# ---- load_store_unit ----
`config.mk`:
```
export PLATFORM = sky130hd
export DESIGN_NAME = load_store_unit
export DESIGN_NICKNAME = d
export VERILOG_FILES = /design/src/rtl/load_store_unit.sv
export SDC_FILE = /design/constraint.sdc
export NUM_CORES = 1
export LEC_CHECK = 0
export ABC_AREA = 1
export CELL_PAD_IN_SITES_DETAIL_PLACEMENT = 1
export CELL_PAD_IN_SITES_GLOBAL_PLACEMENT = 2
export CORE_MARGIN = 4
export CORE_UTILIZATION = 35
export DETAILED_ROUTE_END_ITERATION = 6
export DONT_BUFFER_PORTS = 1
export PLACE_DENSITY_LB_ADDON = 0.1
export SYNTH_ARGS = -nofsm -noshare
export SYNTH_HDL_FRONTEND = slang
export SYNTH_SLANG_ARGS = --single-unit
```
`constraint.sdc`:
```
create_clock -name clk_i -period 2.51 [get_ports clk_i]
set_input_delay 0.502 -clock clk_i [delete_from_list [all_inputs] [get_ports clk_i]]
set_output_delay 0.502 -clock clk_i [all_outputs]
set_load 0.02 [all_outputs]
```
`src/rtl/load_store_unit.sv`:
```
// Memory-access stage between the datapath and a 128-byte big-endian data memory.
// Handles one request at a time; byte stores use read-modify-write because the memory writes 16 bits.
module load_store_unit #(
  parameter int MEM_BYTES  = 128,
  parameter int ADDR_WIDTH = 16
) (
  input  logic                  clk_i,
  input  logic                  rst_i,
  input  logic                  req_valid_i,
  output logic                  req_ready_o,
  input  logic                  req_write_i,
  input  logic                  req_byte_i,
  input  logic                  req_signed_i,
  input  logic [ADDR_WIDTH-1:0] req_addr_i,
  input  logic [15:0]           req_wdata_i,
  output logic                  resp_valid_o,
  output logic [15:0]           resp_rdata_o,
  output logic                  resp_fault_o,
  output logic [ADDR_WIDTH-1:0] mem_address_o,
  output logic [15:0]           mem_write_data_o,
  output logic                  mem_write_o,
  output logic                  mem_read_o,
  input  logic [15:0]           mem_read_data_i
);

  localparam logic [ADDR_WIDTH-1:0] WORD_MAX = ADDR_WIDTH'(MEM_BYTES - 2);
  localparam logic [ADDR_WIDTH-1:0] BYTE_MAX = ADDR_WIDTH'(MEM_BYTES - 1);

  typedef enum logic [2:0] {
    IDLE, LOAD, STORE, RMW_RD, RMW_WR, RESP
  } state_t;

  state_t                  state_q;
  logic                    byte_q, signed_q, lane_q;
  logic [7:0]              bdata_q;
  logic [ADDR_WIDTH-1:0]   mem_addr_q;
  logic [15:0]             mem_wdata_q;
  logic                    mem_rd_q, mem_wr_q;
  logic                    resp_valid_q, resp_fault_q;
  logic [15:0]             rdata_q;

  logic                    req_fault_d;
  logic [ADDR_WIDTH-1:0]   req_base_d;
  logic [7:0]              lane_byte_d;
  logic [15:0]             load_data_d;
  logic [15:0]             merged_d;

  always_comb begin
    req_base_d  = {req_addr_i[ADDR_WIDTH-1:1], 1'b0};
    req_fault_d = req_byte_i ? (req_addr_i > BYTE_MAX)
                             : (req_addr_i[0] || (req_addr_i > WORD_MAX));
    // Big-endian: lane 0 is the high byte of the word
    lane_byte_d = lane_q ? mem_read_data_i[7:0] : mem_read_data_i[15:8];
    load_data_d = byte_q ? {{8{signed_q & lane_byte_d[7]}}, lane_byte_d} : mem_read_data_i;
    merged_d    = lane_q ? {mem_read_data_i[15:8], bdata_q} : {bdata_q, mem_read_data_i[7:0]};
  end

  always_ff @(posedge clk_i) begin
    if (rst_i) begin
      state_q      <= IDLE;
      byte_q       <= 1'b0;
      signed_q     <= 1'b0;
      lane_q       <= 1'b0;
      bdata_q      <= '0;
      mem_addr_q   <= '0;
      mem_wdata_q  <= '0;
      mem_rd_q     <= 1'b0;
      mem_wr_q     <= 1'b0;
      resp_valid_q <= 1'b0;
      resp_fault_q <= 1'b0;
      rdata_q      <= '0;
    end else begin
      case (state_q)
        IDLE: begin
          if (req_valid_i) begin
            byte_q   <= req_byte_i;
            signed_q <= req_signed_i;
            lane_q   <= req_addr_i[0];
            bdata_q  <= req_wdata_i[7:0];
            if (req_fault_d) begin
              state_q      <= RESP;
              resp_valid_q <= 1'b1;
              resp_fault_q <= 1'b1;
              rdata_q      <= '0;
            end else if (!req_write_i) begin
              state_q    <= LOAD;
              mem_rd_q   <= 1'b1;
              mem_addr_q <= req_byte_i ? req_base_d : req_addr_i;
            end else if (!req_byte_i) begin
              state_q     <= STORE;
              mem_wr_q    <= 1'b1;
              mem_addr_q  <= req_addr_i;
              mem_wdata_q <= req_wdata_i;
            end else begin
              state_q    <= RMW_RD;
              mem_rd_q   <= 1'b1;
              mem_addr_q <= req_base_d;
            end
          end
        end
        LOAD: begin
          state_q      <= RESP;
          mem_rd_q     <= 1'b0;
          resp_valid_q <= 1'b1;
          resp_fault_q <= 1'b0;
          rdata_q      <= load_data_d;
        end
        STORE: begin
          state_q      <= RESP;
          mem_wr_q     <= 1'b0;
          resp_valid_q <= 1'b1;
          resp_fault_q <= 1'b0;
          rdata_q      <= '0;
        end
        RMW_RD: begin
          state_q     <= RMW_WR;
          mem_rd_q    <= 1'b0;
          mem_wr_q    <= 1'b1;
          mem_wdata_q <= merged_d;
        end
        RMW_WR: begin
          state_q      <= RESP;
          mem_wr_q     <= 1'b0;
          resp_valid_q <= 1'b1;
          resp_fault_q <= 1'b0;
          rdata_q      <= '0;
        end
        RESP: begin
          state_q      <= IDLE;
          resp_valid_q <= 1'b0;
          resp_fault_q <= 1'b0;
        end
        default: state_q <= IDLE;
      endcase
    end
  end

  // Gating with reset keeps an interrupted store from committing and holds every output low in reset
  assign req_ready_o      = (state_q == IDLE) & ~rst_i;
  assign resp_valid_o     = resp_valid_q & ~rst_i;
  assign resp_fault_o     = resp_fault_q & ~rst_i;
  assign resp_rdata_o     = rdata_q & {16{~rst_i}};
  assign mem_address_o    = mem_addr_q & {ADDR_WIDTH{~rst_i}};
  assign mem_write_data_o = mem_wdata_q & {16{~rst_i}};
  assign mem_write_o      = mem_wr_q & ~rst_i;
  assign mem_read_o       = mem_rd_q & ~rst_i;

endmodule

```
# ---- odve_uart_rx ----
File: src/rtl/odve_uart_rx.sv
// UART receiver with 2-flop input synchronizer, oversampled mid-bit sampling,
// optional parity, and a single-entry valid/ready output register.
//
// state  | meaning
// -------+---------------------------------------------------------------
// IDLE   | line idle, waiting for a falling edge on rx_s
// START  | confirming the start bit at its mid-point (glitch reject)
// DATA   | sampling DATA_W data bits mid-bit, LSB first
// PARITY | sampling the parity bit (only reachable when PARITY_EN=1)
// STOP   | sampling the stop bit, then delivering or dropping the word
module odve_uart_rx #(
  parameter int DATA_W     = 8,
  parameter int PARITY_EN  = 0,
  parameter int PARITY_ODD = 0,
  parameter int OVS        = 16
) (
  input  logic              clk,
  input  logic              rst_n,
  input  logic [15:0]       baud_div,
  input  logic              rx_i,
  output logic [DATA_W-1:0] m_data,
  output logic              m_valid,
  input  logic              m_ready,
  output logic              frame_err,
  output logic              parity_err,
  output logic              overrun,
  output logic              busy
);

  localparam int OS_W = $clog2(OVS);
  localparam int BC_W = $clog2(DATA_W + 1);
  localparam logic [OS_W-1:0] OS_MID  = OS_W'(OVS / 2 - 1);
  localparam logic [OS_W-1:0] OS_END  = OS_W'(OVS - 1);
  localparam logic [BC_W-1:0] BC_LAST = BC_W'(DATA_W - 1);
  localparam logic            PAR_EN  = (PARITY_EN != 0);
  localparam logic            PAR_ODD = (PARITY_ODD != 0);

  typedef enum logic [2:0] {IDLE, START, DATA, PARITY, STOP} state_t;

  state_t            state;
  logic              rx_meta;
  logic              rx_s;
  logic              rx_prev;
  logic [1:0]        sync_fill;
  logic [15:0]       div_cnt;
  logic              tick;
  logic              start_edge;
  logic [OS_W-1:0]   os_cnt;
  logic [BC_W-1:0]   bit_cnt;
  logic [DATA_W-1:0] shreg;
  logic              par_err_q;

  // Synchronize rx_i; rx_prev only reports 1 once rx_s carries a post-reset
  // sample, so the reset value of the synchronizer can never fake an edge.
  always_ff @(posedge clk or negedge rst_n) begin
    if (!rst_n) begin
      rx_meta   <= 1'b1;
      rx_s      <= 1'b1;
      sync_fill <= 2'b00;
      rx_prev   <= 1'b0;
    end else begin
      rx_meta   <= rx_i;
      rx_s      <= rx_meta;
      sync_fill <= {sync_fill[0], 1'b1};
      rx_prev   <= rx_s & sync_fill[1];
    end
  end

  assign start_edge = (state == IDLE) && rx_prev && !rx_s;

  // Oversample tick generator; >= keeps it from running away if baud_div shrinks.
  assign tick = (div_cnt >= baud_div);

  // Tick counter, realigned to the start edge so mid-bit sampling is centred.
  always_ff @(posedge clk or negedge rst_n) begin
    if (!rst_n) begin
      div_cnt <= '0;
    end else if (start_edge || tick) begin
      div_cnt <= '0;
    end else begin
      div_cnt <= div_cnt + 16'd1;
    end
  end

  // Receive FSM with output register and overrun detection.
  always_ff @(posedge clk or negedge rst_n) begin
    if (!rst_n) begin
      state      <= IDLE;
      os_cnt     <= '0;
      bit_cnt    <= '0;
      shreg      <= '0;
      par_err_q  <= 1'b0;
      m_data     <= '0;
      m_valid    <= 1'b0;
      frame_err  <= 1'b0;
      parity_err <= 1'b0;
      overrun    <= 1'b0;
    end else begin
      overrun <= 1'b0;
      if (m_valid && m_ready) m_valid <= 1'b0;
      case (state)
        IDLE: begin
          os_cnt <= '0;
          if (start_edge) state <= START;
        end
        START: begin
          if (tick) begin
            if (os_cnt == OS_MID) begin
              os_cnt <= '0;
              if (rx_s) begin
                state <= IDLE;
              end else begin
                state     <= DATA;
                bit_cnt   <= '0;
                par_err_q <= 1'b0;
              end
            end else begin
              os_cnt <= os_cnt + 1'b1;
            end
          end
        end
        DATA: begin
          if (tick) begin
            if (os_cnt == OS_END) begin
              os_cnt <= '0;
              shreg  <= {rx_s, shreg[DATA_W-1:1]};
              if (bit_cnt == BC_LAST) begin
                state <= PAR_EN ? PARITY : STOP;
              end else begin
                bit_cnt <= bit_cnt + 1'b1;
              end
            end else begin
              os_cnt <= os_cnt + 1'b1;
            end
          end
        end
        PARITY: begin
          if (tick) begin
            if (os_cnt == OS_END) begin
              os_cnt    <= '0;
              par_err_q <= ((^shreg) ^ rx_s) != PAR_ODD;
              state     <= STOP;
            end else begin
              os_cnt <= os_cnt + 1'b1;
            end
          end
        end
        STOP: begin
          if (tick) begin
            if (os_cnt == OS_END) begin
              os_cnt <= '0;
              state  <= IDLE;
              // Word is accepted if the register is empty or being drained now.
              if (!m_valid || m_ready) begin
                m_data     <= shreg;
                frame_err  <= ~rx_s;
                parity_err <= par_err_q;
                m_valid    <= 1'b1;
              end else begin
                overrun <= 1'b1;
              end
            end else begin
              os_cnt <= os_cnt + 1'b1;
            end
          end
        end
        default: state <= IDLE;
      endcase
    end
  end

  assign busy = (state != IDLE);

endmodule
File: config.mk
export PLATFORM = sky130hd
export DESIGN_NAME = odve_uart_rx
export DESIGN_NICKNAME = d
export VERILOG_FILES = /design/src/rtl/odve_uart_rx.sv
export SDC_FILE = /design/constraint.sdc
export NUM_CORES = 1
export LEC_CHECK = 0
export ABC_AREA = 1
export CAP_MARGIN = 20
export CORE_MARGIN = 5
export CORE_UTILIZATION = 52
export CTS_CLUSTER_SIZE = 12
export DETAILED_ROUTE_END_ITERATION = 10
export HOLD_SLACK_MARGIN = 0.1
export PLACE_DENSITY_LB_ADDON = 0.12
export SLEW_MARGIN = 0
export SYNTH_ARGS = -nofsm -noshare
export SYNTH_HDL_FRONTEND = slang
export SYNTH_SLANG_ARGS = --single-unit
File: constraint.sdc
create_clock -name clk -period 1.7 [get_ports clk]
set_clock_uncertainty 0.2 [all_clocks]
set_input_delay 0.255 -clock clk [delete_from_list [all_inputs] [get_ports clk]]
set_output_delay 0.255 -clock clk [all_outputs]
set_load 0.02 [all_outputs]
# ---- hw_px_packer_flat ----
<file path="config.mk">
export PLATFORM = sky130hd
export DESIGN_NAME = hw_px_packer_flat
export DESIGN_NICKNAME = d
export VERILOG_FILES = /design/src/rtl/hw_px_packer_if.sv /design/src/rtl/hw_px_packer.sv /design/src/flat_wrapper.sv
export SDC_FILE = /design/constraint.sdc
export NUM_CORES = 1
export LEC_CHECK = 0
export ABC_AREA = 1
export CELL_PAD_IN_SITES_DETAIL_PLACEMENT = 0
export CELL_PAD_IN_SITES_GLOBAL_PLACEMENT = 1
export CORE_ASPECT_RATIO = 2
export CORE_MARGIN = 4
export CORE_UTILIZATION = 40
export CTS_CLUSTER_SIZE = 12
export DETAILED_ROUTE_END_ITERATION = 16
export GPL_TIMING_DRIVEN = 0
export PLACE_DENSITY_LB_ADDON = 0.12
export SKIP_CTS_REPAIR_TIMING = 1
export SYNTH_ARGS = -nofsm -noshare
export SYNTH_HDL_FRONTEND = slang
export SYNTH_SLANG_ARGS = --single-unit
export TNS_END_PERCENT = 30
</file>
<file path="constraint.sdc">
create_clock -name clk -period 2.5 [get_ports clk]
set_input_delay 0.5 -clock clk [delete_from_list [all_inputs] [get_ports clk]]
set_output_delay 0.5 -clock clk [all_outputs]
set_load 0.01 [all_outputs]
</file>
<file path="src/rtl/hw_px_packer_if.sv">
// Pixel-in and packed-word-out handshake bundle for hw_px_packer.
// The master drives pixels and word_ready; the slave is the packer.
interface hw_px_packer_if #(
  parameter int PB  = 8,
  parameter int NPX = 4
);
  logic              px_in_ready;
  logic              px_in_valid;
  logic              px_in_last_x;
  logic              px_in_last_y;
  logic [PB-1:0]     px_in_data;
  logic              word_ready;
  logic              word_valid;
  logic [NPX*PB-1:0] word_data;
  logic [NPX-1:0]    word_keep;
  logic              word_eol;
  logic              word_last;

  modport master (
    input  px_in_ready,
    output px_in_valid,
    output px_in_last_x,
    output px_in_last_y,
    output px_in_data,
    output word_ready,
    input  word_valid,
    input  word_data,
    input  word_keep,
    input  word_eol,
    input  word_last
  );

  modport slave (
    output px_in_ready,
    input  px_in_valid,
    input  px_in_last_x,
    input  px_in_last_y,
    input  px_in_data,
    input  word_ready,
    output word_valid,
    output word_data,
    output word_keep,
    output word_eol,
    output word_last
  );
endinterface

</file>
<file path="src/rtl/hw_px_packer.sv">
// Packs NPX raster pixels per word, never across lines, checks frame
// geometry against cfg and flags completion of the final word.
module hw_px_packer #(
  parameter int XB  = 10,
  parameter int YB  = 10,
  parameter int PB  = 8,
  parameter int NPX = 4
) (
  input  logic          clk,
  input  logic          rst_n,
  input  logic [XB-1:0] cfg_width,
  input  logic [YB-1:0] cfg_height,
  hw_px_packer_if.slave s,
  output logic          done,
  output logic          err_geom
);

  localparam int LB = (NPX > 1) ? $clog2(NPX) : 1;
  localparam int WB = NPX * PB;

  logic [XB-1:0]  r_x;
  logic [YB-1:0]  r_y;
  logic [LB-1:0]  r_lane;
  logic [WB-1:0]  r_acc;
  logic           r_fin;
  logic           r_wvalid;
  logic [WB-1:0]  r_wdata;
  logic [NPX-1:0] r_wkeep;
  logic           r_weol;
  logic           r_wlast;
  logic           r_done;
  logic           r_err;

  logic           w_ready;
  logic           w_xfer;
  logic           w_eol;
  logic           w_lasty;
  logic           w_cmpl;
  logic [WB-1:0]  w_word;
  logic [NPX-1:0] w_keep;

  // r_fin closes the input as soon as the final pixel is in
  assign w_ready = !r_done && !r_fin && (!r_wvalid || s.word_ready);
  assign w_xfer  = s.px_in_valid && w_ready;
  assign w_eol   = (r_x == cfg_width);
  assign w_lasty = (r_y == cfg_height);
  assign w_cmpl  = (int'(r_lane) == NPX - 1) || w_eol;

  always_comb begin
    w_word = r_acc;
    w_word[int'(r_lane)*PB +: PB] = s.px_in_data;
    for (int i = 0; i < NPX; i++) begin
      w_keep[i] = (i <= int'(r_lane));
    end
  end

  always_ff @(posedge clk or negedge rst_n) begin
    if (!rst_n) begin
      r_x      <= '0;
      r_y      <= '0;
      r_lane   <= '0;
      r_acc    <= '0;
      r_fin    <= 1'b0;
      r_wvalid <= 1'b0;
      r_wdata  <= '0;
      r_wkeep  <= '0;
      r_weol   <= 1'b0;
      r_wlast  <= 1'b0;
      r_done   <= 1'b0;
      r_err    <= 1'b0;
    end else begin
      if (r_wvalid && s.word_ready) begin
        r_wvalid <= 1'b0;
        if (r_wlast) r_done <= 1'b1;
      end
      if (w_xfer) begin
        if ((s.px_in_last_x != w_eol) || (s.px_in_last_y != w_lasty)) begin
          r_err <= 1'b1;
        end
        if (w_eol) begin
          r_x <= '0;
          if (w_lasty) begin
            r_y   <= '0;
            r_fin <= 1'b1;
          end else begin
            r_y <= r_y + YB'(1);
          end
        end else begin
          r_x <= r_x + XB'(1);
        end
        if (w_cmpl) begin
          // reload wins over the drain above: 1 px/clk sustained
          r_acc    <= '0;
          r_lane   <= '0;
          r_wvalid <= 1'b1;
          r_wdata  <= w_word;
          r_wkeep  <= w_keep;
          r_weol   <= w_eol;
          r_wlast  <= w_eol && w_lasty;
        end else begin
          r_acc  <= w_word;
          r_lane <= r_lane + LB'(1);
        end
      end
    end
  end

  assign s.px_in_ready = w_ready;
  assign s.word_valid  = r_wvalid;
  assign s.word_data   = r_wdata;
  assign s.word_keep   = r_wkeep;
  assign s.word_eol    = r_weol;
  assign s.word_last   = r_wlast;
  assign done          = r_done;
  assign err_geom      = r_err;

endmodule

</file>
<file path="src/flat_wrapper.sv">
// flat-port wrapper written by rule: the top's interface ports become plain ports
module hw_px_packer_flat 
#(
  parameter int XB  = 10,
  parameter int YB  = 10,
  parameter int PB  = 8,
  parameter int NPX = 4
)
  (clk, rst_n, cfg_width, cfg_height, done, err_geom, s_px_in_ready, s_px_in_valid, s_px_in_last_x, s_px_in_last_y, s_px_in_data, s_word_ready, s_word_valid, s_word_data, s_word_keep, s_word_eol, s_word_last);
  hw_px_packer_if #(.PB(PB), .NPX(NPX)) s_i ();
  input  logic clk;
  input  logic rst_n;
  input  logic [XB-1:0] cfg_width;
  input  logic [YB-1:0] cfg_height;
  output logic done;
  output logic err_geom;
  output wire logic [$bits(s_i.px_in_ready)-1:0] s_px_in_ready;
  input wire logic [$bits(s_i.px_in_valid)-1:0] s_px_in_valid;
  input wire logic [$bits(s_i.px_in_last_x)-1:0] s_px_in_last_x;
  input wire logic [$bits(s_i.px_in_last_y)-1:0] s_px_in_last_y;
  input wire logic [$bits(s_i.px_in_data)-1:0] s_px_in_data;
  input wire logic [$bits(s_i.word_ready)-1:0] s_word_ready;
  output wire logic [$bits(s_i.word_valid)-1:0] s_word_valid;
  output wire logic [$bits(s_i.word_data)-1:0] s_word_data;
  output wire logic [$bits(s_i.word_keep)-1:0] s_word_keep;
  output wire logic [$bits(s_i.word_eol)-1:0] s_word_eol;
  output wire logic [$bits(s_i.word_last)-1:0] s_word_last;
  assign s_px_in_ready = s_i.px_in_ready;
  assign s_i.px_in_valid = s_px_in_valid;
  assign s_i.px_in_last_x = s_px_in_last_x;
  assign s_i.px_in_last_y = s_px_in_last_y;
  assign s_i.px_in_data = s_px_in_data;
  assign s_i.word_ready = s_word_ready;
  assign s_word_valid = s_i.word_valid;
  assign s_word_data = s_i.word_data;
  assign s_word_keep = s_i.word_keep;
  assign s_word_eol = s_i.word_eol;
  assign s_word_last = s_i.word_last;
  hw_px_packer #(.XB(XB), .YB(YB), .PB(PB), .NPX(NPX)) u_core (.clk(clk), .rst_n(rst_n), .cfg_width(cfg_width), .cfg_height(cfg_height), .s(s_i), .done(done), .err_geom(err_geom));
endmodule
</file>
==> odve_uart_rx/met4.png <==
Bar = 20 um. Supply wires on this layer in gray. Cells faint in the background.
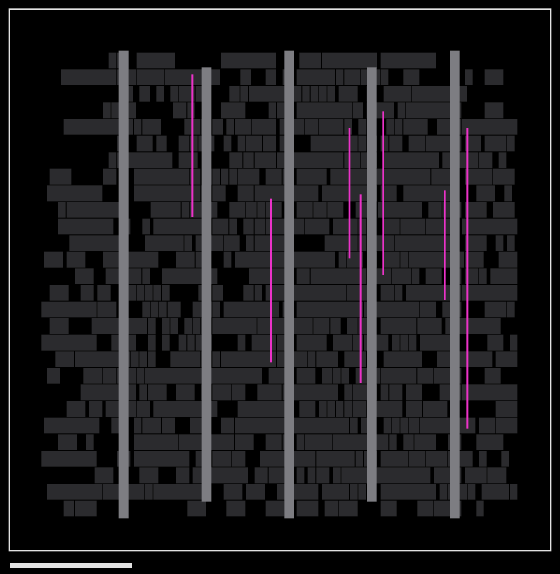
- nets with wire on the layer: 7
- main direction: vertical
- share of all routed wire: 2.5%
vias post-DR: 2816
WL final: 7.69 mm

==> results.rst, odve_uart_rx <==
Implementation results
======================

.. list-table::
   :header-rows: 1

   * - Metric
     - Value
   * - Clock tree from TritonCTS
     - done
   * - Count of H-tree levels built during CTS
     - 2
   * - Cell with the biggest individual delay on the critical path
     - sky130_fd_sc_hd__clkdlybuf4s50_1
   * - Total Power Consumption
     - between 3 and 4 mW
   * - Met3 wire length
     - roughly 180 um
   * - Dominant non-sequential cell family after synthesis
     - simple AND/OR/NAND/NOR gates
   * - Num rows
     - 28
   * - Status
     - complete, but fails checks
   * - Power density over cell area
     - between 700 and 800 nW/um^2
   * - Type of origin of the critical path
     - input pin
   * - Ratio of cells with drive above 1 in the final layout
     - 0.373
   * - Violated checks
     - negative setup slack
   * - Non-Clock Buffer Count
     - about 84
   * - Final Worst Setup Slack
     - -0.375 ns
   * - Most used routing layer in global routing
     - met2
   * - Worst hold-check slack
     - between 0.15 and 0.2 ns
   * - Maximum number of pins on one net before global-route repair
     - 22
   * - Most frequent CP cell
     - sky130_fd_sc_hd__nand2_4
   * - Required time worst endpoint
     - ~1.7 ns
   * - Total setup violations reported at the end of the flow
     - approximately 48
   * - Dominant flop cell
     - sky130_fd_sc_hd__dfrtp_1
   * - Wire length on met1
     - 3.32 mm
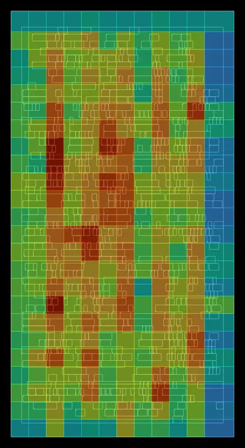
(hw_px_packer_flat/final_congestion.png)
average routed wire per standard cell: 15.8 um
met3 GRT Util: 0.0311
most used routing layer in global routing: met2
global router's overall resource usage: 0.189
routing usage on met1: 0.207

==> results.rst, hw_px_packer_flat <==
Implementation results
======================

.. list-table::
   :header-rows: 1

   * - Metric
     - Value
   * - Maximum net fanout on the critical path
     - 3
   * - Met2 WL post-DR
     - 7.55 mm
   * - Fraction of power spent switching nets
     - 0.231
   * - Highest Signal Layer
     - met4
   * - Fraction of the mapped netlist area in adder cells
     - 0.0223
   * - Sequential cells
     - approximately 96
   * - Via count of the first global-routing pass
     - about 4200
   * - Final Worst Setup Slack
     - 0.223 ns
   * - Post-detailed-placement half-perimeter wirelength
     - between 10 and 15 mm
   * - Ratio of cells with drive above 1 in the final layout
     - 0.133
   * - YS chip area
     - between 5000 and 6000 sq um
   * - Status
     - finished, final reports clean
   * - XOR/XNOR Area Share
     - 0.0261
   * - Count of endpoints failing hold in the final timing report
     - 0
   * - Vias post-DR
     - roughly 4200
   * - Worst clock skew
     - 0.00907 ns
   * - DRC violation count after routing
     - 0
   * - Final design area excluding fillers
     - around 6300 sq um
   * - RSZ-0062 raised after global routing
     - false
   * - Signal buffers share of area
     - 0.152
   * - Final weighted congestion of routability-driven global placement
     - 0.891
   * - Internal power
     - 2.30 mW
   * - Maximum number of pins on one net before global-route repair
     - between 60 and 70
   * - IO Pins
     - between 70 and 80
   * - Number of gates on the worst path with buffers counted
     - 6
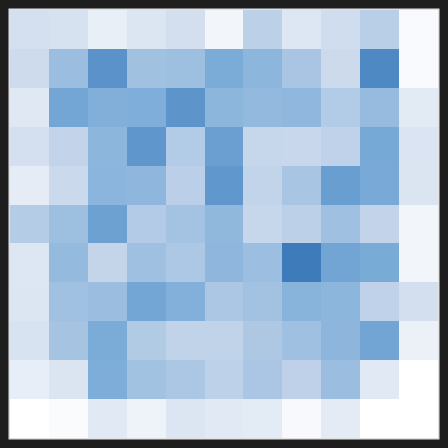
(load_store_unit/density.png)
The die is cut into 11 by 11 equal tiles; white is low, dark blue is high, 0 to 100% covered.
- mean over tiles: 31%
- nearly empty tiles: 3.3%
- fullest tile: 70%
Initial Util: 0.361
final standard cell utilization of the core: 0.385
Core Footprint: 9820 sq um

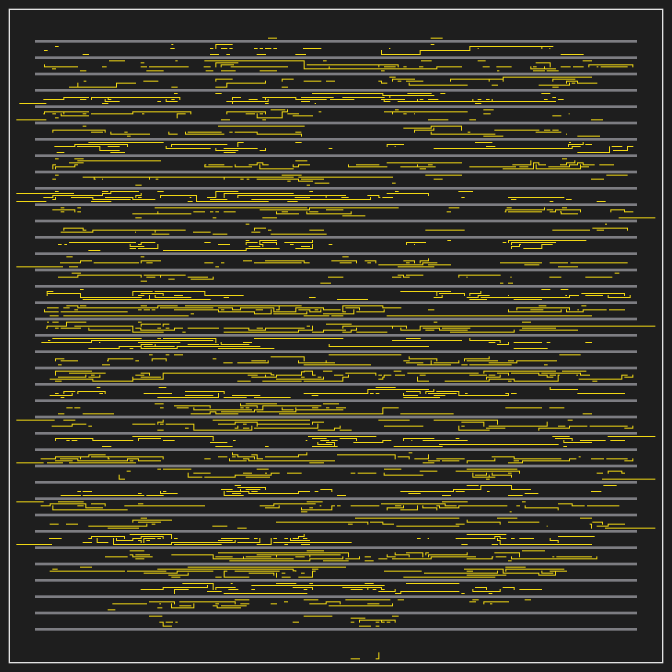
(load_store_unit/met1.png)
Supply wires on this layer in gray.
- main direction: horizontal
- wire length on this layer: 4610 um
- share of all routed wire: 46%

==> results.rst, load_store_unit <==
Implementation results
======================

.. list-table::
   :header-rows: 1

   * - Metric
     - Value
   * - Status
     - finished, final reports clean
   * - End point of the critical path
     - mem_addr_q[3]$_SDFFE_PP0P_
   * - Power density over cell area
     - ~1000 nW/um^2
   * - First-pass DRT Iterations
     - 4
   * - Worst Setup SP
     - state_q[1]$_SDFFE_PP0P_
   * - Wire length on met1
     - 4.61 mm
   * - Flip-flop and latch count after synthesis
     - around 66
   * - Met2 WL post-DR
     - about 4.8 mm
   * - Most used routing layer in global routing
     - met2
   * - Total Power Consumption
     - 3.80 mW
   * - Post-Place Worst Slack
     - between 0.5 and 0.6 ns
   * - Internal power
     - approximately 2.2 mW
   * - Worst hold-check slack
     - between 0.2 and 0.25 ns
   * - Die Span Y
     - between 100 and 150 um
   * - Post-route clock period utilization
     - 0.734
   * - Multiplexer share of the synthesized area
     - 0
   * - Non-Clock Buffer Count
     - 4
   * - Worst clock skew
     - slightly below 0.007 ns
   * - Cell with the biggest individual delay on the critical path
     - sky130_fd_sc_hd__dfxtp_1
   * - Max rail drop VDD
     - approximately 0.00031 V
   * - Met3 wire length
     - about 550 um
   * - Time the worst path needs with I/O delays and setup
     - roughly 1.8 ns
   * - Dominant non-sequential cell family after synthesis
     - simple AND/OR/NAND/NOR gates
   * - Sequential logic power
     - between 1 and 1.5 mW
   * - Final-stage net count
     - 609
   * - Met3 GRT Util
     - 0.0507
   * - Number of warnings printed during yosys synthesis
     - 0
   * - Crit path largest cell delay
     - between 0.3 and 0.4 ns
   * - Post-route insts no fill
     - roughly 690
   * - Classification of the worst setup path
     - register to register
   * - Ratio of cells with drive above 1 in the final layout
     - 0.0732
   * - Deepest clock path buffer count
     - 2
   * - Area growth, synth to finish
     - 6.86%
   * - Latest clock arrival within the worst-skew pair
     - approximately 0.33 ns
   * - Area of combinational cells with multiple inputs
     - ~1700 sq um


==> layout pictures side by side <==
Cell classes on the final placement.
Bar = 20 um. Fill, decap, tap and diode cells in gray.
image #1
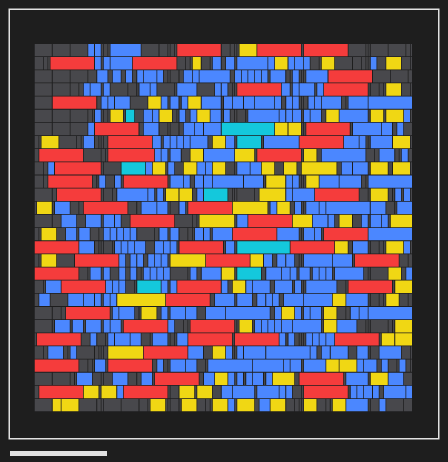
image #2
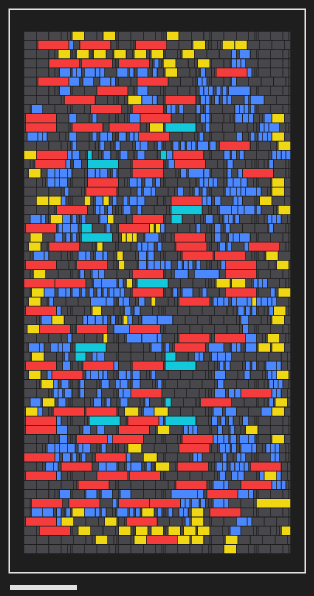
image #3
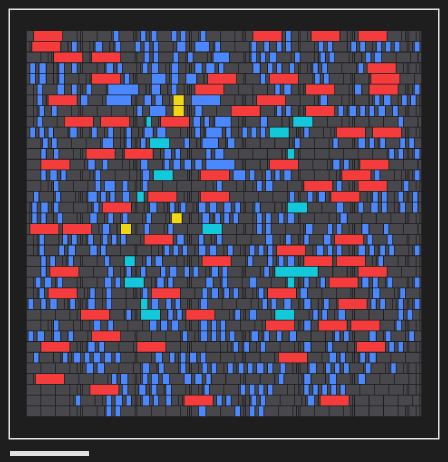
Image #3 comes from load_store_unit.
Image #1 comes from odve_uart_rx.
Image #2 comes from hw_px_packer_flat.
- smallest die: image #1
- most cells: image #2

No activity file was given, so power comes from the tool's default toggle rates.
